######## rr_mux41_arbiter ########
<file path="src/rtl/rr_mux41_arbiter_pkg.sv">
// Shared definitions for the round-robin 4:1 mux controllers.
// State encodings and requester/select widths.
package rr_mux41_arbiter_pkg;

  localparam int NREQ  = 4;
  localparam int SEL_W = 2;

  typedef enum logic [1:0] {
    ST_IDLE = 2'd0,
    ST_OWN  = 2'd1,
    ST_GAP  = 2'd2
  } state_e;

endpackage

</file>
<file path="src/rtl/rr_pick4.sv">
// Round-robin picker: first set request after ptr, wrapping mod 4.
// Purely combinational.
module rr_pick4
  import rr_mux41_arbiter_pkg::*;
(
  input  logic [NREQ-1:0]  req,
  input  logic [SEL_W-1:0] ptr,
  output logic             any,
  output logic [SEL_W-1:0] win
);

  logic [SEL_W-1:0] idx;

  // Scan farthest-first so the nearest candidate overwrites last.
  always_comb begin
    any = |req;
    win = ptr;
    idx = ptr;
    for (int i = NREQ; i >= 1; i--) begin
      idx = ptr + SEL_W'(i);
      if (req[idx]) win = idx;
    end
  end

endmodule

</file>
<file path="src/rtl/rr_mux41_arbiter.sv">
// Round-robin arbiter driving a shared 4:1 mux with break-before-make.
// Optional MAX_HOLD eviction enabled by defining RRARB_TIMEOUT_EN.
module rr_mux41_arbiter
  import rr_mux41_arbiter_pkg::*;
#(
  parameter int unsigned MAX_HOLD = 16,
  parameter int unsigned CNT_W    = 8
) (
  input  logic             clk,
  input  logic             rst,
  input  logic [NREQ-1:0]  req,
  input  logic [NREQ-1:0]  a,
  output logic [NREQ-1:0]  grant,
  output logic [SEL_W-1:0] s,
  output logic             y,
  output logic             valid,
  output logic             timeout
);

`ifdef RRARB_TIMEOUT_EN
  localparam bit TO_EN = 1'b1;
`else
  localparam bit TO_EN = 1'b0;
`endif

  localparam logic [CNT_W-1:0] HOLD_LIM = CNT_W'(MAX_HOLD - 1);

  state_e           state_q, state_d;
  logic [NREQ-1:0]  grant_q, grant_d;
  logic [SEL_W-1:0] s_q, s_d;
  logic [SEL_W-1:0] ptr_q, ptr_d;
  logic [CNT_W-1:0] hold_cnt_q, hold_cnt_d;
  logic             valid_q, valid_d;
  logic             timeout_q, timeout_d;

  logic             any;
  logic [SEL_W-1:0] win;
  logic             rel;
  logic             to_hit;

  rr_pick4 u_pick (
    .req (req),
    .ptr (ptr_q),
    .any (any),
    .win (win)
  );

  assign rel    = ~req[s_q];
  assign to_hit = TO_EN & (hold_cnt_q == HOLD_LIM);

  always_comb begin
    state_d    = state_q;
    grant_d    = grant_q;
    s_d        = s_q;
    ptr_d      = ptr_q;
    hold_cnt_d = hold_cnt_q;
    valid_d    = valid_q;
    timeout_d  = 1'b0;
    unique case (state_q)
      ST_IDLE: begin
        if (any) begin
          state_d    = ST_OWN;
          s_d        = win;
          grant_d    = NREQ'(1) << win;
          valid_d    = 1'b1;
          ptr_d      = win;
          hold_cnt_d = '0;
        end
      end
      ST_OWN: begin
        if (hold_cnt_q != '1) hold_cnt_d = hold_cnt_q + 1'b1;
        // A release in the same cycle as the limit wins over eviction.
        if (rel || to_hit) begin
          state_d   = ST_GAP;
          grant_d   = '0;
          valid_d   = 1'b0;
          timeout_d = to_hit & ~rel;
        end
      end
      ST_GAP: state_d = ST_IDLE;
      default: state_d = ST_IDLE;
    endcase
  end

  always_ff @(posedge clk) begin
    if (rst) begin
      state_q    <= ST_IDLE;
      grant_q    <= '0;
      s_q        <= '0;
      ptr_q      <= 2'd3;
      hold_cnt_q <= '0;
      valid_q    <= 1'b0;
      timeout_q  <= 1'b0;
    end else begin
      state_q    <= state_d;
      grant_q    <= grant_d;
      s_q        <= s_d;
      ptr_q      <= ptr_d;
      hold_cnt_q <= hold_cnt_d;
      valid_q    <= valid_d;
      timeout_q  <= timeout_d;
    end
  end

  assign grant   = grant_q;
  assign s       = s_q;
  assign valid   = valid_q;
  assign timeout = timeout_q;
  assign y       = valid_q ? a[s_q] : 1'b0;

endmodule
</file>
<file path="config.mk">
export PLATFORM = sky130hd
export DESIGN_NAME = rr_mux41_arbiter
export DESIGN_NICKNAME = d
export VERILOG_FILES = /design/src/rtl/rr_mux41_arbiter_pkg.sv /design/src/rtl/rr_pick4.sv /design/src/rtl/rr_mux41_arbiter.sv
export SDC_FILE = /design/constraint.sdc
export NUM_CORES = 1
export LEC_CHECK = 0
export CAP_MARGIN = 40
export CORE_MARGIN = 3
export CORE_UTILIZATION = 44
export CTS_CLUSTER_SIZE = 28
export DETAILED_ROUTE_END_ITERATION = 10
export PLACE_DENSITY = 0.75
export SLEW_MARGIN = 20
export SYNTH_ARGS = -nofsm -noshare
export SYNTH_HDL_FRONTEND = slang
export SYNTH_HIERARCHICAL = 1
export SYNTH_SLANG_ARGS = --single-unit
</file>
<file path="constraint.sdc">
create_clock -name clk -period 1.9 [get_ports clk]
set_input_delay 0.38 -clock clk [delete_from_list [all_inputs] [get_ports clk]]
set_output_delay 0.38 -clock clk [all_outputs]
set_load 0.05 [all_outputs]
</file>
######## voice_allocator_flat ########
**src/rtl/voice_allocator_pkg.sv**
```systemverilog
// voice_allocator_pkg: shared FSM encodings, event polarity constants and default widths
package voice_allocator_pkg;
  localparam logic [1:0] ST_IDLE   = 2'd0;
  localparam logic [1:0] ST_DECIDE = 2'd1;
  localparam logic [1:0] ST_FETCH  = 2'd2;
  localparam logic [1:0] ST_COMMIT = 2'd3;
  localparam logic EV_ON  = 1'b1;
  localparam logic EV_OFF = 1'b0;
  localparam int NUM_VOICES_DEF = 8;
  localparam int NOTE_W_DEF     = 7;
  localparam int FREQ_W_DEF     = 24;
  localparam int AGE_W_DEF      = 3;
endpackage

```
**src/rtl/voice_allocator_if.sv**
```systemverilog
// voice_allocator_if: note-event valid/ready channel
//   ev_valid/ev_on/ev_note driven by the event source (master), ev_ready by the allocator (slave)
interface voice_allocator_if #(parameter int NOTE_W = 7);
  logic              ev_valid;
  logic              ev_ready;
  logic              ev_on;
  logic [NOTE_W-1:0] ev_note;
  modport master (output ev_valid, ev_on, ev_note, input ev_ready);
  modport slave  (input ev_valid, ev_on, ev_note, output ev_ready);
endinterface

```
**src/rtl/voice_allocator_voice_select.sv**
```systemverilog
// voice_select: combinational voice search for the allocator
//   key_on_i/voice_note_i/age_i: per-voice state; note_i: requested note
//   match_*: lowest active voice playing note_i; free_*: lowest idle voice; oldest_idx_o: oldest active voice
module voice_select #(
  parameter int NUM_VOICES = 8,
  parameter int NOTE_W     = 7,
  parameter int AGE_W      = 3,
  localparam int IDX_W     = $clog2(NUM_VOICES)
) (
  input  logic [NUM_VOICES-1:0]             key_on_i,
  input  logic [NUM_VOICES-1:0][NOTE_W-1:0] voice_note_i,
  input  logic [NUM_VOICES-1:0][AGE_W-1:0]  age_i,
  input  logic [NOTE_W-1:0]                 note_i,
  output logic                              match_hit_o,
  output logic [IDX_W-1:0]                  match_idx_o,
  output logic                              free_hit_o,
  output logic [IDX_W-1:0]                  free_idx_o,
  output logic [IDX_W-1:0]                  oldest_idx_o
);
  logic [AGE_W-1:0] best_age;
  always_comb begin
    match_hit_o  = 1'b0;
    match_idx_o  = '0;
    free_hit_o   = 1'b0;
    free_idx_o   = '0;
    oldest_idx_o = '0;
    best_age     = '0;
    // descending scan so the last hit is the lowest index
    for (int i = NUM_VOICES - 1; i >= 0; i--) begin
      if (key_on_i[i] && voice_note_i[i] == note_i) begin
        match_hit_o = 1'b1;
        match_idx_o = IDX_W'(i);
      end
      if (!key_on_i[i]) begin
        free_hit_o = 1'b1;
        free_idx_o = IDX_W'(i);
      end
    end
    // ascending scan with strict compare keeps ties on the lowest index
    for (int i = 0; i < NUM_VOICES; i++)
      if (key_on_i[i] && age_i[i] > best_age) begin
        best_age     = age_i[i];
        oldest_idx_o = IDX_W'(i);
      end
  end
endmodule

```
**src/rtl/voice_allocator.sv**
```systemverilog
// voice_allocator: polyphonic note-to-voice allocator driving a bank of NCOs
//   Clk, Reset_n (async active-low); ev: note-event channel (slave modport)
//   rom_addr/rom_data: registered note-to-frequency ROM (data one cycle after address)
//   voice_freq/voice_load/key_on: per-voice tuning word, update strobe, gate
//   all_busy: every voice gated; steal_drop: voice stolen (or note dropped)
//   Build option VOICE_STEAL_EN: steal the oldest voice when none is free, else drop the note
module voice_allocator
  import voice_allocator_pkg::*;
#(
  parameter int NUM_VOICES = NUM_VOICES_DEF,
  parameter int NOTE_W     = NOTE_W_DEF,
  parameter int FREQ_W     = FREQ_W_DEF,
  parameter int AGE_W      = AGE_W_DEF,
  localparam int IDX_W     = $clog2(NUM_VOICES)
) (
  input  logic                         Clk,
  input  logic                         Reset_n,
  voice_allocator_if.slave             ev,
  output logic [NOTE_W-1:0]            rom_addr,
  input  logic [FREQ_W-1:0]            rom_data,
  output logic [NUM_VOICES*FREQ_W-1:0] voice_freq,
  output logic [NUM_VOICES-1:0]        voice_load,
  output logic [NUM_VOICES-1:0]        key_on,
  output logic                         all_busy,
  output logic                         steal_drop
);
`ifdef VOICE_STEAL_EN
  localparam logic STEAL_EN = 1'b1;
`else
  localparam logic STEAL_EN = 1'b0;
`endif
  logic [1:0]                          state_q, state_d;
  logic                                on_q, on_d;
  logic [NOTE_W-1:0]                   note_q, note_d;
  logic [IDX_W-1:0]                    tgt_q, tgt_d;
  logic                                steal_q, steal_d;
  logic [NUM_VOICES-1:0]               key_on_q, key_on_d;
  logic [NUM_VOICES-1:0][FREQ_W-1:0]   freq_q, freq_d;
  logic [NUM_VOICES-1:0][NOTE_W-1:0]   vnote_q, vnote_d;
  logic [NUM_VOICES-1:0][AGE_W-1:0]    age_q, age_d;
  logic                                match_hit, free_hit, hit;
  logic [IDX_W-1:0]                    match_idx, free_idx, oldest_idx;
  voice_select #(.NUM_VOICES(NUM_VOICES), .NOTE_W(NOTE_W), .AGE_W(AGE_W)) u_sel (
    .key_on_i    (key_on_q),
    .voice_note_i(vnote_q),
    .age_i       (age_q),
    .note_i      (note_q),
    .match_hit_o (match_hit),
    .match_idx_o (match_idx),
    .free_hit_o  (free_hit),
    .free_idx_o  (free_idx),
    .oldest_idx_o(oldest_idx)
  );
  assign hit        = match_hit | free_hit;
  assign ev.ev_ready = state_q == ST_IDLE;
  assign rom_addr   = note_q;
  assign voice_freq = freq_q;
  assign key_on     = key_on_q;
  assign all_busy   = &key_on_q;
  assign voice_load = {NUM_VOICES{state_q == ST_COMMIT}} & (NUM_VOICES'(1) << tgt_q);
  assign steal_drop = STEAL_EN ? (state_q == ST_FETCH && steal_q)
                               : (state_q == ST_DECIDE && on_q == EV_ON && !hit);
  always_comb begin
    state_d  = state_q;
    on_d     = on_q;
    note_d   = note_q;
    tgt_d    = tgt_q;
    steal_d  = steal_q;
    key_on_d = key_on_q;
    freq_d   = freq_q;
    vnote_d  = vnote_q;
    age_d    = age_q;
    case (state_q)
      ST_IDLE: if (ev.ev_valid) begin
        on_d    = ev.ev_on;
        note_d  = ev.ev_note;
        state_d = ST_DECIDE;
      end
      ST_DECIDE: begin
        tgt_d   = match_hit ? match_idx : free_hit ? free_idx : oldest_idx;
        steal_d = STEAL_EN && !hit;
        state_d = ST_IDLE;
        if (on_q == EV_OFF) begin
          for (int i = 0; i < NUM_VOICES; i++)
            if (key_on_q[i] && vnote_q[i] == note_q) key_on_d[i] = 1'b0;
        end else if (hit || STEAL_EN) begin
          // a free voice is already gated off; retrigger/steal gets a one-cycle gap
          key_on_d[tgt_d] = 1'b0;
          state_d         = ST_FETCH;
        end
      end
      ST_FETCH: begin
        freq_d[tgt_q]   = rom_data;
        vnote_d[tgt_q]  = note_q;
        key_on_d[tgt_q] = 1'b1;
        state_d         = ST_COMMIT;
      end
      default: begin
        for (int i = 0; i < NUM_VOICES; i++)
          if (IDX_W'(i) == tgt_q) age_d[i] = '0;
          else if (key_on_q[i] && age_q[i] != AGE_W'(NUM_VOICES - 1)) age_d[i] = age_q[i] + 1'b1;
        state_d = ST_IDLE;
      end
    endcase
  end
  always_ff @(posedge Clk or negedge Reset_n)
    if (!Reset_n) begin
      state_q  <= ST_IDLE;
      on_q     <= 1'b0;
      note_q   <= '0;
      tgt_q    <= '0;
      steal_q  <= 1'b0;
      key_on_q <= '0;
      freq_q   <= '0;
      vnote_q  <= '0;
      age_q    <= '0;
    end else begin
      state_q  <= state_d;
      on_q     <= on_d;
      note_q   <= note_d;
      tgt_q    <= tgt_d;
      steal_q  <= steal_d;
      key_on_q <= key_on_d;
      freq_q   <= freq_d;
      vnote_q  <= vnote_d;
      age_q    <= age_d;
    end
endmodule

```
**src/flat_wrapper.sv**
```systemverilog
// flat-port wrapper written by rule: the top's interface ports become plain ports
module voice_allocator_flat import voice_allocator_pkg::*;
#(
  parameter int NUM_VOICES = NUM_VOICES_DEF,
  parameter int NOTE_W     = NOTE_W_DEF,
  parameter int FREQ_W     = FREQ_W_DEF,
  parameter int AGE_W      = AGE_W_DEF,
  localparam int IDX_W     = $clog2(NUM_VOICES)
)
  (Clk, Reset_n, rom_addr, rom_data, voice_freq, voice_load, key_on, all_busy, steal_drop, ev_ev_valid, ev_ev_on, ev_ev_note, ev_ev_ready);
  voice_allocator_if #(.NOTE_W(NOTE_W)) ev_i ();
  input  logic Clk;
  input  logic Reset_n;
  output logic [NOTE_W-1:0] rom_addr;
  input  logic [FREQ_W-1:0] rom_data;
  output logic [NUM_VOICES*FREQ_W-1:0] voice_freq;
  output logic [NUM_VOICES-1:0] voice_load;
  output logic [NUM_VOICES-1:0] key_on;
  output logic all_busy;
  output logic steal_drop;
  input wire logic [$bits(ev_i.ev_valid)-1:0] ev_ev_valid;
  input wire logic [$bits(ev_i.ev_on)-1:0] ev_ev_on;
  input wire logic [$bits(ev_i.ev_note)-1:0] ev_ev_note;
  output wire logic [$bits(ev_i.ev_ready)-1:0] ev_ev_ready;
  assign ev_i.ev_valid = ev_ev_valid;
  assign ev_i.ev_on = ev_ev_on;
  assign ev_i.ev_note = ev_ev_note;
  assign ev_ev_ready = ev_i.ev_ready;
  voice_allocator #(.NUM_VOICES(NUM_VOICES), .NOTE_W(NOTE_W), .FREQ_W(FREQ_W), .AGE_W(AGE_W)) u_core (.Clk(Clk), .Reset_n(Reset_n), .ev(ev_i), .rom_addr(rom_addr), .rom_data(rom_data), .voice_freq(voice_freq), .voice_load(voice_load), .key_on(key_on), .all_busy(all_busy), .steal_drop(steal_drop));
endmodule
```
**config.mk**
```make
export PLATFORM = sky130hd
export DESIGN_NAME = voice_allocator_flat
export DESIGN_NICKNAME = d
export VERILOG_FILES = /design/src/rtl/voice_allocator_pkg.sv /design/src/rtl/voice_allocator_if.sv /design/src/rtl/voice_allocator_voice_select.sv /design/src/rtl/voice_allocator.sv /design/src/flat_wrapper.sv
export SDC_FILE = /design/constraint.sdc
export NUM_CORES = 1
export LEC_CHECK = 0
export CAP_MARGIN = 20
export CORE_UTILIZATION = 48
export CTS_CLUSTER_SIZE = 12
export DETAILED_ROUTE_END_ITERATION = 10
export GPL_TIMING_DRIVEN = 0
export PLACE_DENSITY = 0.85
export SYNTH_ARGS = -nofsm -noshare
export SYNTH_HDL_FRONTEND = slang
export SYNTH_SLANG_ARGS = --single-unit
```
**constraint.sdc**
```tcl
create_clock -name Clk -period 9.9 [get_ports Clk]
set_input_delay 2.97 -clock Clk [delete_from_list [all_inputs] [get_ports Clk]]
set_output_delay 2.97 -clock Clk [all_outputs]
set_load 0.01 [all_outputs]
```
######## traffic_sink_flat ########
## src/rtl/traffic_sink_pkg.sv

```systemverilog
// Shared types for the traffic-generator link and the sink that terminates it.
//  FLIT_TYPE_t  : flit kind carried in the head word
//  FLIT_t       : one link word (head control/address + body data)
//  SINK_STATE_t : receive FSM states of traffic_sink
//  SINK_ERR_t   : error codes reported on o_err_code
package traffic_sink_pkg;

  localparam int unsigned ADDR_W = 8;
  localparam int unsigned DATA_W = 16;

  typedef enum logic [1:0] {
    NONE_FLIT = 2'd0,
    HEAD_FLIT = 2'd1,
    BODY_FLIT = 2'd2,
    TAIL_FLIT = 2'd3
  } FLIT_TYPE_t;

  typedef struct packed {
    logic              valid;
    FLIT_TYPE_t        ftype;
    logic [ADDR_W-1:0] xaddr;
    logic [ADDR_W-1:0] yaddr;
  } FLIT_HEAD_t;

  typedef struct packed {
    logic [DATA_W-1:0] data;
  } FLIT_BODY_t;

  typedef struct packed {
    FLIT_HEAD_t head;
    FLIT_BODY_t body;
  } FLIT_t;

  typedef enum logic [2:0] {
    SK_IDLE      = 3'd0,
    SK_GRANT     = 3'd1,
    SK_WAIT_HEAD = 3'd2,
    SK_BODY      = 3'd3,
    SK_WAIT_TAIL = 3'd4,
    SK_DRAIN     = 3'd5
  } SINK_STATE_t;

  typedef enum logic [2:0] {
    ERR_NONE     = 3'd0,
    ERR_NO_HEAD  = 3'd1,
    ERR_DUP_HEAD = 3'd2,
    ERR_SHORT    = 3'd3,
    ERR_LONG     = 3'd4,
    ERR_BAD_TYPE = 3'd5,
    ERR_TIMEOUT  = 3'd6
  } SINK_ERR_t;

endpackage

```

## src/rtl/traffic_sink_if.sv

```systemverilog
// Traffic-generator link: transmit request, grant, and the flit word.
//  i_transmit : sender has a packet buffered (level, held until granted)
//  o_send     : one-cycle grant from the sink
//  i_flit     : flit word; valid only when i_flit.head.valid=1
// master = sender side, slave = sink side.
interface traffic_sink_if;
  import traffic_sink_pkg::*;

  logic  i_transmit;
  logic  o_send;
  FLIT_t i_flit;

  modport master (output i_transmit, output i_flit, input o_send);
  modport slave  (input i_transmit, input i_flit, output o_send);

endinterface

```

## src/rtl/traffic_sink.sv

```systemverilog
// Receiving end of the traffic-generator link. Grants one pending packet at a
// time, consumes HEAD / BODY x BODY_COUNT / TAIL, checks ordering and body count,
// and reports packet statistics and errors.
// Optional feature: define TRAFFIC_SINK_TIMEOUT_EN to abort a packet after
// TIMEOUT_CYCLES consecutive flit-less cycles (ERR_TIMEOUT); otherwise waits forever.
// Ports:
//  clk, reset_n  clock, asynchronous active-low reset
//  i_enable      sink may issue grants
//  lnk           link interface (slave): i_transmit, o_send, i_flit
//  o_busy        FSM not in IDLE
//  o_pkt_done    one-cycle pulse after a good TAIL
//  o_pkt_count   good packets received (wraps)
//  o_last_xaddr  / o_last_yaddr  head address of last good packet
//  o_checksum    XOR of body data of last good packet
//  o_err         one-cycle pulse per detected error
//  o_err_code    code of most recent error (held)
//  o_err_count   errors detected (wraps)
module traffic_sink
  import traffic_sink_pkg::*;
#(
  parameter int unsigned BODY_COUNT     = 1,
  parameter int unsigned PKT_CNT_W      = 16,
  parameter int unsigned TIMEOUT_CYCLES = 64
) (
  input  logic                 clk,
  input  logic                 reset_n,
  input  logic                 i_enable,
  traffic_sink_if.slave        lnk,
  output logic                 o_busy,
  output logic                 o_pkt_done,
  output logic [PKT_CNT_W-1:0] o_pkt_count,
  output logic [ADDR_W-1:0]    o_last_xaddr,
  output logic [ADDR_W-1:0]    o_last_yaddr,
  output logic [DATA_W-1:0]    o_checksum,
  output logic                 o_err,
  output logic [2:0]           o_err_code,
  output logic [PKT_CNT_W-1:0] o_err_count
);

  localparam int unsigned CNT_W = $clog2(BODY_COUNT) + 1;

  localparam logic [2:0] ST_IDLE      = SK_IDLE;
  localparam logic [2:0] ST_GRANT     = SK_GRANT;
  localparam logic [2:0] ST_WAIT_HEAD = SK_WAIT_HEAD;
  localparam logic [2:0] ST_BODY      = SK_BODY;
  localparam logic [2:0] ST_WAIT_TAIL = SK_WAIT_TAIL;
  localparam logic [2:0] ST_DRAIN     = SK_DRAIN;

  // Parameter sanity: a packet needs at least one body, a timeout at least one cycle.
  if (BODY_COUNT == 0 || TIMEOUT_CYCLES == 0) begin : g_param_check
    $error("traffic_sink: BODY_COUNT and TIMEOUT_CYCLES must be >= 1");
  end

  logic [2:0]        state, state_d;
  FLIT_t             flit;
  logic              fvalid;
  FLIT_TYPE_t        ftype;
  logic              head_acc_c, body_acc_c, pkt_good_c, err_c, timeout_c;
  SINK_ERR_t         err_code_c;
  logic [CNT_W-1:0]  body_cnt;
  logic [DATA_W-1:0] run_cks;
  logic [ADDR_W-1:0] sh_xaddr, sh_yaddr;

  assign flit   = lnk.i_flit;
  assign fvalid = flit.head.valid;
  assign ftype  = flit.head.ftype;

`ifdef TRAFFIC_SINK_TIMEOUT_EN
  localparam int unsigned IDLE_W = $clog2(TIMEOUT_CYCLES + 1);

  logic              rx_c;
  logic [IDLE_W-1:0] idle_cnt;

  assign rx_c      = (state == ST_WAIT_HEAD) || (state == ST_BODY) ||
                     (state == ST_WAIT_TAIL) || (state == ST_DRAIN);
  // Fires on the TIMEOUT_CYCLES-th consecutive flit-less receive cycle.
  assign timeout_c = rx_c && !fvalid && (idle_cnt == IDLE_W'(TIMEOUT_CYCLES - 1));

  // Idle counter: cleared outside receive states (covers grant) and on any flit.
  always_ff @(posedge clk or negedge reset_n) begin
    if (!reset_n)             idle_cnt <= '0;
    else if (!rx_c || fvalid) idle_cnt <= '0;
    else if (!timeout_c)      idle_cnt <= idle_cnt + IDLE_W'(1);
  end
`else
  assign timeout_c = 1'b0;
`endif

  // State register
  always_ff @(posedge clk or negedge reset_n) begin
    if (!reset_n) state <= ST_IDLE;
    else          state <= state_d;
  end

  // Next state and per-flit decisions
  always_comb begin
    state_d    = state;
    head_acc_c = 1'b0;
    body_acc_c = 1'b0;
    pkt_good_c = 1'b0;
    err_c      = 1'b0;
    err_code_c = ERR_NONE;
    case (state)
      ST_IDLE: if (i_enable && lnk.i_transmit) state_d = ST_GRANT;
      ST_GRANT: state_d = ST_WAIT_HEAD;
      ST_WAIT_HEAD: if (fvalid) begin
        case (ftype)
          HEAD_FLIT: begin head_acc_c = 1'b1; state_d = ST_BODY; end
          BODY_FLIT: begin err_c = 1'b1; err_code_c = ERR_NO_HEAD; state_d = ST_DRAIN; end
          TAIL_FLIT: begin err_c = 1'b1; err_code_c = ERR_NO_HEAD; state_d = ST_IDLE; end
          default:   begin err_c = 1'b1; err_code_c = ERR_BAD_TYPE; state_d = ST_DRAIN; end
        endcase
      end
      ST_BODY: if (fvalid) begin
        case (ftype)
          HEAD_FLIT: begin err_c = 1'b1; err_code_c = ERR_DUP_HEAD; state_d = ST_DRAIN; end
          BODY_FLIT: begin
            body_acc_c = 1'b1;
            if (body_cnt == CNT_W'(BODY_COUNT - 1)) state_d = ST_WAIT_TAIL;
          end
          TAIL_FLIT: begin err_c = 1'b1; err_code_c = ERR_SHORT; state_d = ST_IDLE; end
          default:   begin err_c = 1'b1; err_code_c = ERR_BAD_TYPE; state_d = ST_DRAIN; end
        endcase
      end
      ST_WAIT_TAIL: if (fvalid) begin
        case (ftype)
          HEAD_FLIT: begin err_c = 1'b1; err_code_c = ERR_DUP_HEAD; state_d = ST_DRAIN; end
          BODY_FLIT: begin err_c = 1'b1; err_code_c = ERR_LONG; state_d = ST_DRAIN; end
          TAIL_FLIT: begin pkt_good_c = 1'b1; state_d = ST_IDLE; end
          default:   begin err_c = 1'b1; err_code_c = ERR_BAD_TYPE; state_d = ST_DRAIN; end
        endcase
      end
      // Silently discard until the packet boundary.
      ST_DRAIN: if (fvalid && ftype == TAIL_FLIT) state_d = ST_IDLE;
      default: state_d = ST_IDLE;
    endcase
    // Timeout only fires on flit-less cycles, so it never collides with a flit decision.
    if (timeout_c) begin
      state_d    = ST_IDLE;
      err_c      = 1'b1;
      err_code_c = ERR_TIMEOUT;
    end
  end

  // Datapath and registered outputs
  always_ff @(posedge clk or negedge reset_n) begin
    if (!reset_n) begin
      lnk.o_send   <= 1'b0;
      o_busy       <= 1'b0;
      o_pkt_done   <= 1'b0;
      o_pkt_count  <= '0;
      o_last_xaddr <= '0;
      o_last_yaddr <= '0;
      o_checksum   <= '0;
      o_err        <= 1'b0;
      o_err_code   <= '0;
      o_err_count  <= '0;
      body_cnt     <= '0;
      run_cks      <= '0;
      sh_xaddr     <= '0;
      sh_yaddr     <= '0;
    end else begin
      lnk.o_send <= (state_d == ST_GRANT);
      o_busy     <= (state_d != ST_IDLE);
      o_pkt_done <= pkt_good_c;
      o_err      <= err_c;
      if (head_acc_c) begin
        sh_xaddr <= flit.head.xaddr;
        sh_yaddr <= flit.head.yaddr;
        run_cks  <= '0;
        body_cnt <= '0;
      end
      if (body_acc_c) begin
        run_cks  <= run_cks ^ flit.body.data;
        body_cnt <= body_cnt + CNT_W'(1);
      end
      if (pkt_good_c) begin
        o_pkt_count  <= o_pkt_count + PKT_CNT_W'(1);
        o_last_xaddr <= sh_xaddr;
        o_last_yaddr <= sh_yaddr;
        o_checksum   <= run_cks;
      end
      if (err_c) begin
        o_err_code  <= err_code_c;
        o_err_count <= o_err_count + PKT_CNT_W'(1);
      end
    end
  end

endmodule
```

## src/flat_wrapper.sv

```systemverilog
// flat-port wrapper written by rule: the top's interface ports become plain ports
module traffic_sink_flat import traffic_sink_pkg::*;
#(
  parameter int unsigned BODY_COUNT     = 1,
  parameter int unsigned PKT_CNT_W      = 16,
  parameter int unsigned TIMEOUT_CYCLES = 64
)
  (clk, reset_n, i_enable, o_busy, o_pkt_done, o_pkt_count, o_last_xaddr, o_last_yaddr, o_checksum, o_err, o_err_code, o_err_count, lnk_i_transmit, lnk_i_flit, lnk_o_send);
  traffic_sink_if lnk_i ();
  input  logic clk;
  input  logic reset_n;
  input  logic i_enable;
  output logic o_busy;
  output logic o_pkt_done;
  output logic [PKT_CNT_W-1:0] o_pkt_count;
  output logic [ADDR_W-1:0] o_last_xaddr;
  output logic [ADDR_W-1:0] o_last_yaddr;
  output logic [DATA_W-1:0] o_checksum;
  output logic o_err;
  output logic [2:0] o_err_code;
  output logic [PKT_CNT_W-1:0] o_err_count;
  input wire logic [$bits(lnk_i.i_transmit)-1:0] lnk_i_transmit;
  input wire logic [$bits(lnk_i.i_flit)-1:0] lnk_i_flit;
  output wire logic [$bits(lnk_i.o_send)-1:0] lnk_o_send;
  assign lnk_i.i_transmit = lnk_i_transmit;
  assign lnk_i.i_flit = lnk_i_flit;
  assign lnk_o_send = lnk_i.o_send;
  traffic_sink #(.BODY_COUNT(BODY_COUNT), .PKT_CNT_W(PKT_CNT_W), .TIMEOUT_CYCLES(TIMEOUT_CYCLES)) u_core (.clk(clk), .reset_n(reset_n), .i_enable(i_enable), .lnk(lnk_i), .o_busy(o_busy), .o_pkt_done(o_pkt_done), .o_pkt_count(o_pkt_count), .o_last_xaddr(o_last_xaddr), .o_last_yaddr(o_last_yaddr), .o_checksum(o_checksum), .o_err(o_err), .o_err_code(o_err_code), .o_err_count(o_err_count));
endmodule
```

## config.mk

```make
export PLATFORM = sky130hd
export DESIGN_NAME = traffic_sink_flat
export DESIGN_NICKNAME = d
export VERILOG_FILES = /design/src/rtl/traffic_sink_pkg.sv /design/src/rtl/traffic_sink_if.sv /design/src/rtl/traffic_sink.sv /design/src/flat_wrapper.sv
export SDC_FILE = /design/constraint.sdc
export NUM_CORES = 1
export LEC_CHECK = 0
export CELL_PAD_IN_SITES_DETAIL_PLACEMENT = 1
export CELL_PAD_IN_SITES_GLOBAL_PLACEMENT = 1
export CORE_ASPECT_RATIO = 1.1
export CORE_MARGIN = 5
export CORE_UTILIZATION = 35
export DETAILED_ROUTE_END_ITERATION = 8
export PLACE_DENSITY = 0.8
export SYNTH_ARGS = -nofsm -noshare
export SYNTH_HDL_FRONTEND = slang
export SYNTH_SLANG_ARGS = --single-unit
```

## constraint.sdc

```tcl
create_clock -name clk -period 1.7 [get_ports clk]
set_clock_uncertainty 0.1 [all_clocks]
set_input_delay 0.255 -clock clk [delete_from_list [all_inputs] [get_ports clk]]
set_output_delay 0.255 -clock clk [all_outputs]
set_load 0.02 [all_outputs]
```

######## stage_sequencer ########
<file path="src/rtl/stage_sequencer.sv">
// Control FSM for the bf8b multi-cycle core: walks fetch/decode/execute/writeback
// via en/ready handshakes, retires, halts and faults. Optional macro: SEQ_SINGLE_STEP_EN.
module stage_sequencer #(
    parameter logic [3:0]  OP_HLT         = 4'b1111,
    parameter int unsigned TIMEOUT_CYCLES = 15,
    parameter int unsigned COUNT_W        = 16
) (
    input  logic               clk,
    input  logic               rst_n,
    input  logic               run,
`ifdef SEQ_SINGLE_STEP_EN
    input  logic               step,
`endif
    input  logic [3:0]         op,
    input  logic               fetch_ready,
    input  logic               decode_ready,
    input  logic               exec_ready,
    input  logic               wb_ready,
    output logic               fetch_en,
    output logic               decode_en,
    output logic               exec_en,
    output logic               wb_en,
    output logic               pc_inc,
    output logic               busy,
    output logic               halted,
    output logic               fault,
    output logic [COUNT_W-1:0] instr_count
);

    localparam logic [2:0] S_IDLE   = 3'd0;
    localparam logic [2:0] S_FETCH  = 3'd1;
    localparam logic [2:0] S_DECODE = 3'd2;
    localparam logic [2:0] S_EXEC   = 3'd3;
    localparam logic [2:0] S_WB     = 3'd4;
    localparam logic [2:0] S_HALTED = 3'd5;
    localparam logic [2:0] S_FAULT  = 3'd6;

    localparam logic [7:0] TMO_LAST = 8'(TIMEOUT_CYCLES - 1);

    logic [2:0] state, state_nxt;
    logic [7:0] tcnt, tcnt_nxt;
    logic       stage_rdy;
    logic       retire;
    logic       start_ok;
    logic       halt_exit;
    logic       wb_continue;

`ifdef SEQ_SINGLE_STEP_EN
    assign start_ok    = step;
    assign halt_exit   = !run && !step;
    assign wb_continue = 1'b0;
`else
    assign start_ok    = run;
    assign halt_exit   = !run;
    assign wb_continue = run;
`endif

    always_comb begin
        stage_rdy = 1'b0;
        case (state)
            S_FETCH:  stage_rdy = fetch_ready;
            S_DECODE: stage_rdy = decode_ready;
            S_EXEC:   stage_rdy = exec_ready;
            S_WB:     stage_rdy = wb_ready;
            default:  stage_rdy = 1'b0;
        endcase
    end

    // A ready sampled on the limit cycle takes priority over the timeout.
    always_comb begin
        state_nxt = state;
        tcnt_nxt  = tcnt;
        retire    = 1'b0;
        case (state)
            S_IDLE: begin
                tcnt_nxt = '0;
                if (start_ok) state_nxt = S_FETCH;
            end
            S_FETCH, S_DECODE, S_EXEC, S_WB: begin
                if (stage_rdy) begin
                    tcnt_nxt = '0;
                    case (state)
                        S_FETCH:  state_nxt = S_DECODE;
                        S_DECODE: state_nxt = (op == OP_HLT) ? S_HALTED : S_EXEC;
                        S_EXEC:   state_nxt = S_WB;
                        default: begin
                            retire    = 1'b1;
                            state_nxt = wb_continue ? S_FETCH : S_IDLE;
                        end
                    endcase
                end else if (tcnt == TMO_LAST) begin
                    state_nxt = S_FAULT;
                end else begin
                    tcnt_nxt = tcnt + 8'd1;
                end
            end
            S_HALTED: begin
                if (halt_exit) state_nxt = S_IDLE;
            end
            S_FAULT: state_nxt = S_FAULT;
            default: state_nxt = S_IDLE;
        endcase
    end

    always_ff @(posedge clk or negedge rst_n) begin
        if (!rst_n) begin
            state       <= S_IDLE;
            tcnt        <= '0;
            pc_inc      <= 1'b0;
            instr_count <= '0;
        end else begin
            state  <= state_nxt;
            tcnt   <= tcnt_nxt;
            pc_inc <= retire;
            if (retire) instr_count <= instr_count + COUNT_W'(1);
        end
    end

    // Straight decodes of the state register, so async reset clears them at once.
    assign fetch_en  = (state == S_FETCH);
    assign decode_en = (state == S_DECODE);
    assign exec_en   = (state == S_EXEC);
    assign wb_en     = (state == S_WB);
    assign busy      = fetch_en | decode_en | exec_en | wb_en;
    assign halted    = (state == S_HALTED);
    assign fault     = (state == S_FAULT);

endmodule
</file>
<file path="config.mk">
export PLATFORM = sky130hd
export DESIGN_NAME = stage_sequencer
export DESIGN_NICKNAME = d
export VERILOG_FILES = /design/src/rtl/stage_sequencer.sv
export SDC_FILE = /design/constraint.sdc
export NUM_CORES = 1
export LEC_CHECK = 0
export ABC_AREA = 1
export CAP_MARGIN = 40
export CORE_MARGIN = 8
export CORE_UTILIZATION = 47
export DETAILED_ROUTE_END_ITERATION = 10
export PLACE_DENSITY = 0.76
export SYNTH_ARGS = -nofsm -noshare
export SYNTH_HDL_FRONTEND = slang
export SYNTH_SLANG_ARGS = --single-unit
export TNS_END_PERCENT = 100
</file>
<file path="constraint.sdc">
create_clock -name clk -period 1.3 [get_ports clk]
set_input_delay 0.13 -clock clk [delete_from_list [all_inputs] [get_ports clk]]
set_output_delay 0.13 -clock clk [all_outputs]
set_load 0.05 [all_outputs]
</file>
voice_allocator_flat, sizing map:
Scale bar: 50 um.
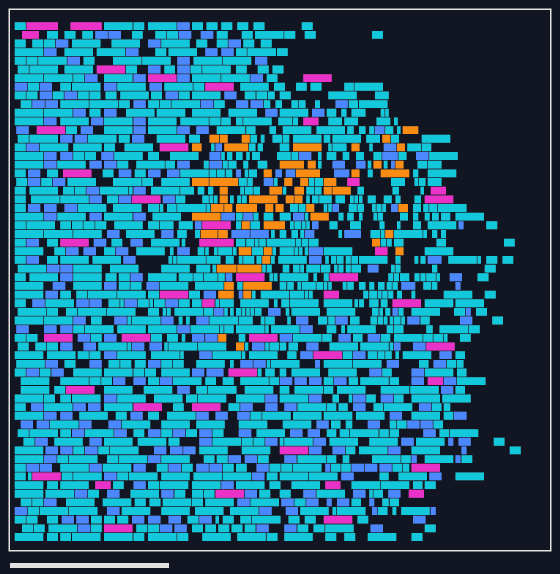
blue -> _2 cells  # cells 314, share 23%, most used mux2_2
magenta -> _6 and larger  # cells 44, share 3.2%, most used clkbuf_16
orange -> _3 and _4 cells  # cells 59, share 4.3%, most used buf_4
cyan -> _0 and _1 cells  # cells 949, share 69%, most used dfrtp_1
Final Instance Area: 0.0180 mm2
Final WS setup: 0.130 ns
non-clock buffer count: 341
relative area change from synthesis to final layout: 33.2%

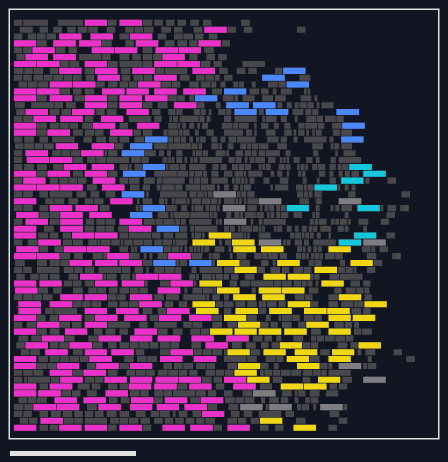
voice_allocator_flat: sequential cells grouped by signal name
Scale bar: 50 um. Other sequential cells in the stronger grey, the rest of the logic in the fainter grey.
yellow -> u_core.vnote_q  # sequential cells 56
magenta -> u_core.voice_freq  # sequential cells 192
blue -> u_core.age_q  # sequential cells 24
cyan -> u_core.key_on  # sequential cells 8, where middle right

==> out/notes.md, voice_allocator_flat <==
The script extracted a total leakage power of 0.00770 uW. The slew of the pin with the lowest slew margin came out at 0.838 ns. With the share of the final layout cell area in multi-input gates at 0.340, the gate count of the mapped netlist is 1033. Global routing put the most usage on met2. Combined global-route utilization of all metal layers: 0.274.

Type of the setup path with the least slack: reg2reg. The routed layout has 9808 vias. Per the layout area report, the combinational gate area comes to 0.00612 mm2. For the sequential cell area fraction in the yosys report, the log shows 0.544. The run gives 0.898 for the weighted congestion reported at the end of routability-driven placement. The post-cts sizing count was 23; the remaining design rule violation count was 0. The clock skew is 0.0212 ns. The flow ran to the end, and the final reports show no timing, DRC or antenna violations. The net count of the finished layout is 1421, and the yosys synthesis chip area is 0.0135 mm2. The clock period could shrink to 9.77 ns. For the number of global-route vias before repair, the log shows 10400.
-- voice_allocator_flat: final timing paths --
kind / from / to / slack [ns]
hold / removal: u_core.voice_freq[82] / u_core.voice_freq[82] / 0.50
max in group asynchronous: Reset_n / u_core.vnote_q[40] / 6.63
setup reg to reg: u_core.key_on[0] / u_core.key_on[5] / 0.13
hold reg to reg: u_core.voice_freq[82] / u_core.voice_freq[82] / 0.50
min in group asynchronous: Reset_n / u_core.voice_freq[60] / 2.30
setup / recovery: u_core.key_on[0] / u_core.key_on[5] / 0.13
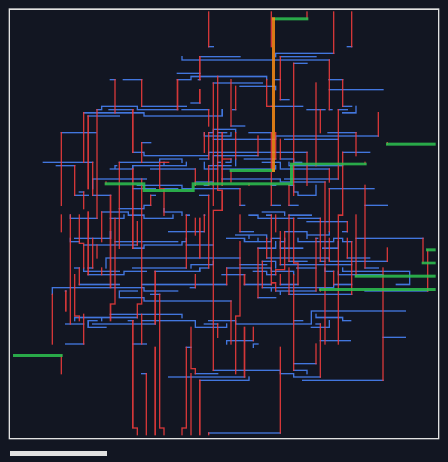
rr_mux41_arbiter: metal layers overlaid
Scale bar: 10 um.
orange -> metal 4  # wire length 15.6 um
red -> metal 2  # wire length 635 um
green -> metal 3  # wire length 69.2 um
blue -> metal 1  # wire length 714 um

==> out/notes.md, rr_mux41_arbiter <==
The flow ran to the end, and the final reports show no timing, DRC or antenna violations. Layer with the highest usage: met2. TritonCTS built the clock tree.

The tools report the total number of tap cells as 15. In the layout the commonest cells are buf_4, nand2_1, dfxtp_1. The CTS H-tree depth was 1.

For this design the top-level I/O count stands at 19. The run gives 638 um2 as the post-synthesis instance area. The async set-reset flop share out of synthesis is 0. The fraction of power spent switching nets was 0.414; the first-pass GRT wire length was 2540 um. The run gives 0 for the hold buffer count at cts.

For the worst setup path, the data required time is 1.52 ns. The share of final layout cell area taken by non-clock buffers was 0.258. The core utilization at floorplan is 0.478.
rr_mux41_arbiter: state kept, by name, summed over array words and instances, names as in the netlist:
name	count
state_q	2
grant	4
ptr_q	2
s	2
valid	1
rr_mux41_arbiter: per-stage QoR:
step | setup WS [ns] | cells | hold slack (ns) | total power [uW] | area [um2]
finish | 0.0642 | 115 | 0.482 | 1030 | 906
global route | 0.00971 | 115 | 0.501 | 1100 | 906
CTS | 0.00425 | 114 | 0.483 | 1020 | 893
detailed placement | -0.159 | 110 | 0.465 | 845 | 863
global placement | -0.0950 | 110 | 0.464 | 843 | 863
floorplan | 0.0901 | 73 | 0.509 | 685 | 639
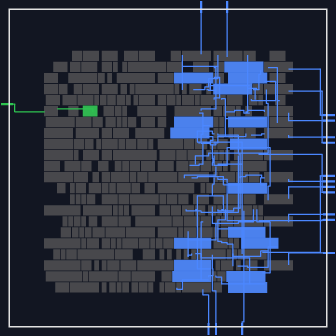
stage_sequencer: wires at chosen ports, followed through buffers
green -> fetch_ready  # bits 1, direction input, end cells 1, buffers 1, wire 19.3 um
blue -> instr_count  # bits 16, direction output, end cells 16, buffers 24, wire 915 um

==> out/notes.md, stage_sequencer <==
The XOR/XNOR share of the synthesized area was 0.0728. The flow ran to the end, but the final reports show violations. The horizontal die dimension reported for this design is 78.0 um. The final worst setup slack is -0.294 ns. After detailed routing, the number of remaining DRC violations is 0.

The main area contributors are dfrtp_1, nand2_1, nor2_8. The tools report the number of standard-cell rows in the floorplan as 22. The startpoint type of the worst setup path is a flip-flop. The run gives 3 for the tally of clock buffers in the finished layout. Measured along the y axis, the die boundary spans 78.0 um. The internal reg-to-reg setup slack was -0.29 ns; the final number of setup-violating endpoints was 34.

The final reports fail on setup timing. After layout, the design draws a total of 6730 uW. The total inserted antenna cells was 0; the total vias in the final route was 1863. The relative contribution of the clock network to total power was 0.105.

The logs give 0.00113 mm2 for the logic area and 2340 um for the routed length on met1. The share of the final layout cell area in multi-input gates was 0.353; the die area was 0.00608 mm2. The largest fanout on the critical path was 8. The logic gate share of total power came out at 0.705. The commonest register cell is dfrtp_1.

Initial antenna violation count: 0. The cell with the largest stage delay on the worst path is dfrtp_2.
==> stage_sequencer: metrics by stage <==
stage / worst slack [ns] / utilization / instance area (um2) / cells / hold WS, ns
3_3_place_gp: -0.156 / 0.769 / 2840 / 329 / 0.504
5_1_grt: -0.361 / 0.868 / 3200 / 352 / 0.195
4_1_cts: -0.265 / 0.830 / 3060 / 344 / 0.197
6_report: -0.294 / 0.868 / 3200 / 352 / 0.186
3_5_place_dp: -0.216 / 0.769 / 2840 / 329 / 0.505
2_1_floorplan: -0.265 / - / 1910 / 211 / -0.166
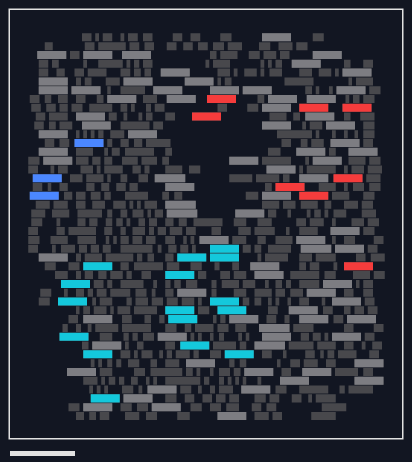
traffic_sink_flat: sequential cells grouped by signal name
Scale bar: 20 um. Other sequential cells in the stronger grey, the rest of the logic in the fainter grey.
red -> u_core.o_last_yaddr  # sequential cells 8
cyan -> u_core.run_cks  # sequential cells 16
blue -> u_core.o_err_code  # sequential cells 3
not coloured = 80
final core utilization: 0.584
sequential share of cell area: 0.346
power in sequential cells: 4140 uW

==> out/notes.md, traffic_sink_flat <==
The relative slew slack was 0.699; the remaining design rule violation count was 0. Broken down by cell family, the worst path's largest delay share belongs to buffers and inverters. Post-layout period usage of the worst path: 1.10.

With the number of distinct library cells after synthesis at 53, the minimum clock period after layout is 1.87 ns. The clock root buffer is clkbuf_16. Max-cap violations in this run came to 0. The launch instance of the worst register-to-register path was u_core.state[0]. Measured in cells, the most critical reg-to-reg path has a length of 8. The worst VDD IR drop from the latest analysis is 0.670 mV. The commonest cells after synthesis are nand2_1, dfrtp_1, o21ai_0. Once placement completed, the tool counted placed cells totaling 777.

With the final worst setup slack at -0.166 ns, the logic area is 0.00263 mm2. Vias per cell: 5.15. The logs give 4705 for the number of global-route vias before repair and 0 for the number of nets still failing antenna checks after routing.

The leading cell category by total area is flip-flops and latches. The checks that failed: setup timing. The critical path is of the reg2reg type.

The run finished, with violations left. On the critical path the data arrives at 2.04 ns. The HPWL after detailed placement is 10000 um. The final report lists the setup-violating endpoint count as 89.
[traffic_sink_flat: stage by stage]
step	utilization	total power (uW)	setup WS (ns)	TNS, ns
2_1_floorplan	-	5420	-0.00428	-0.00979
3_3_place_gp	0.478	6860	-0.545	-44.15
3_5_place_dp	0.478	7070	-0.675	-51.67
4_1_cts	0.543	9700	-0.124	-3.69
5_1_grt	0.584	10700	-0.222	-10.12
6_report	0.584	10200	-0.166	-4.78
[traffic_sink_flat: report_power, final]
part,leakage (uW),total [uW],internal [uW],switching [uW]
clock,0.000150,2250,1290,964
sequential,0.00142,4140,3350,791
combinational,0.00263,3800,1880,1920

==> notes/layouts.md <==
Pictures saved along the way, in no particular order.

Clock wiring as the flow saved it.
(a)
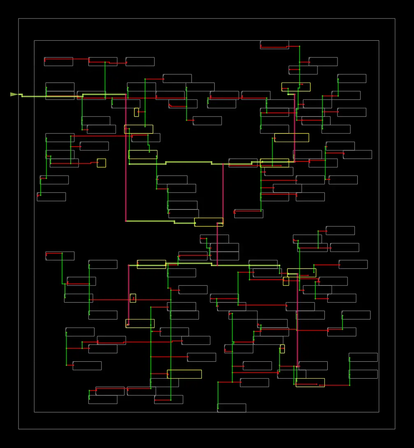
(b)
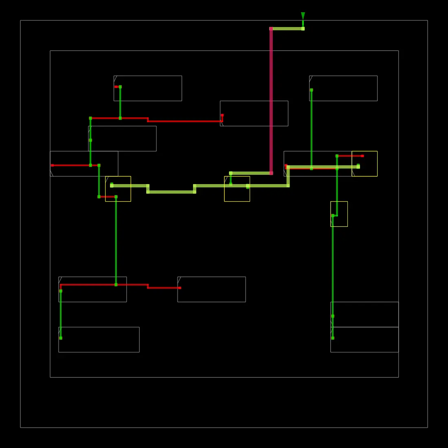
(c)
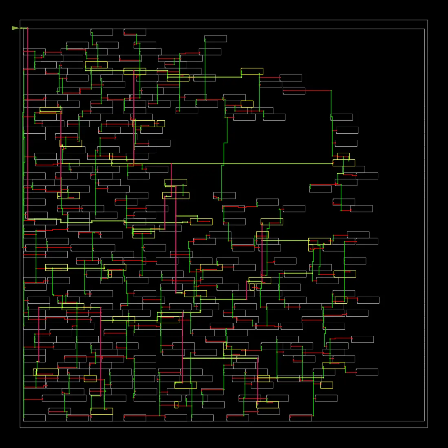
(d)
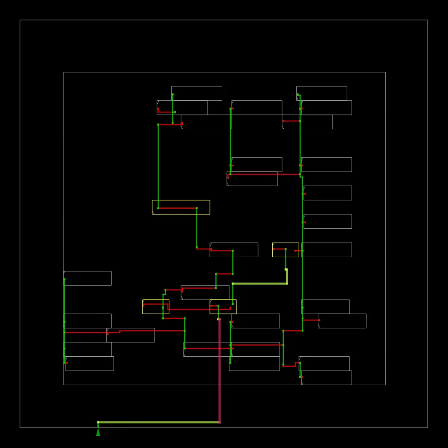
Of these, most sequential cells: (c)
voice_allocator_flat is (c).
rr_mux41_arbiter is (b).
traffic_sink_flat is (a).
stage_sequencer is (d).



## Gallery

Sizing map.
shot_01.png
Scale bar: 20 um.
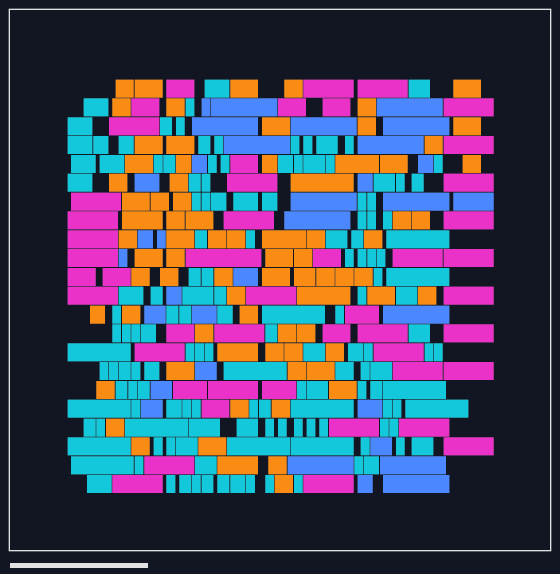
shot_02.png
Scale bar: 10 um.
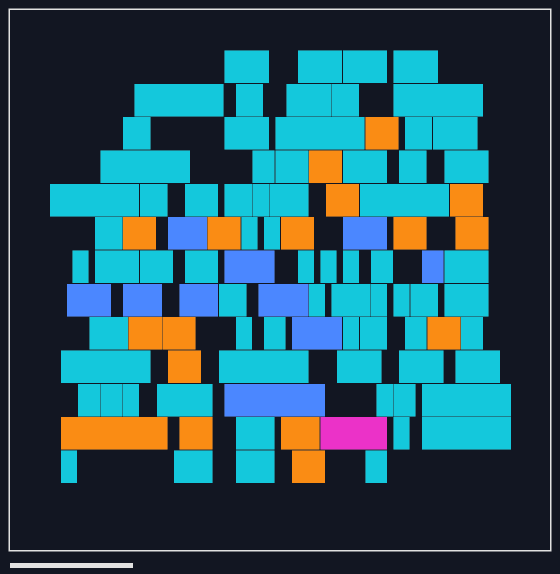
shot_03.png
Scale bar: 20 um.
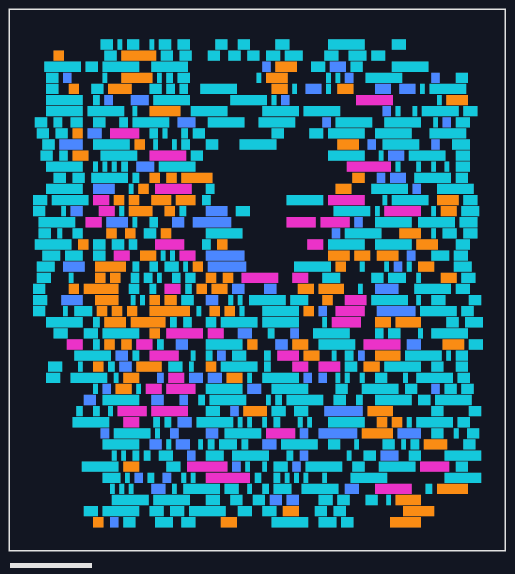
shot_01.png: stage_sequencer
shot_02.png: rr_mux41_arbiter
shot_03.png: traffic_sink_flat
The one with the most cells is shot_03.png.
The one with the fewest cells is shot_02.png.

Key to shot_01.png:
cyan -> _0 and _1 cells  # cells 147, share 48%, most used nand2_1
orange -> _3 and _4 cells  # cells 77, share 25%, most used buf_4
blue -> _2 cells  # cells 33, share 11%, most used dfrtp_2
magenta -> _6 and larger  # cells 47, share 15%, most used buf_12


==> layout pictures side by side <==
Wires at chosen ports, followed through buffers.
Plate I
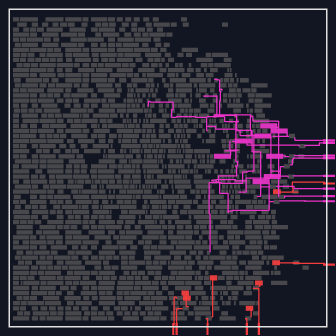
Plate II
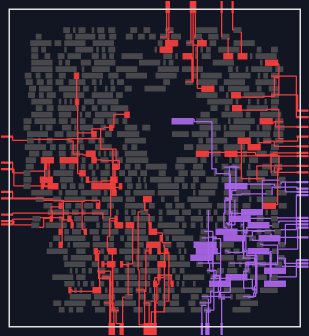
Plate III
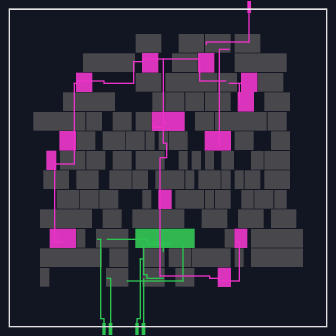
Plate II is traffic_sink_flat.
Plate III is rr_mux41_arbiter.
Plate I is voice_allocator_flat.

Power is estimated from default activity; no workload was simulated.
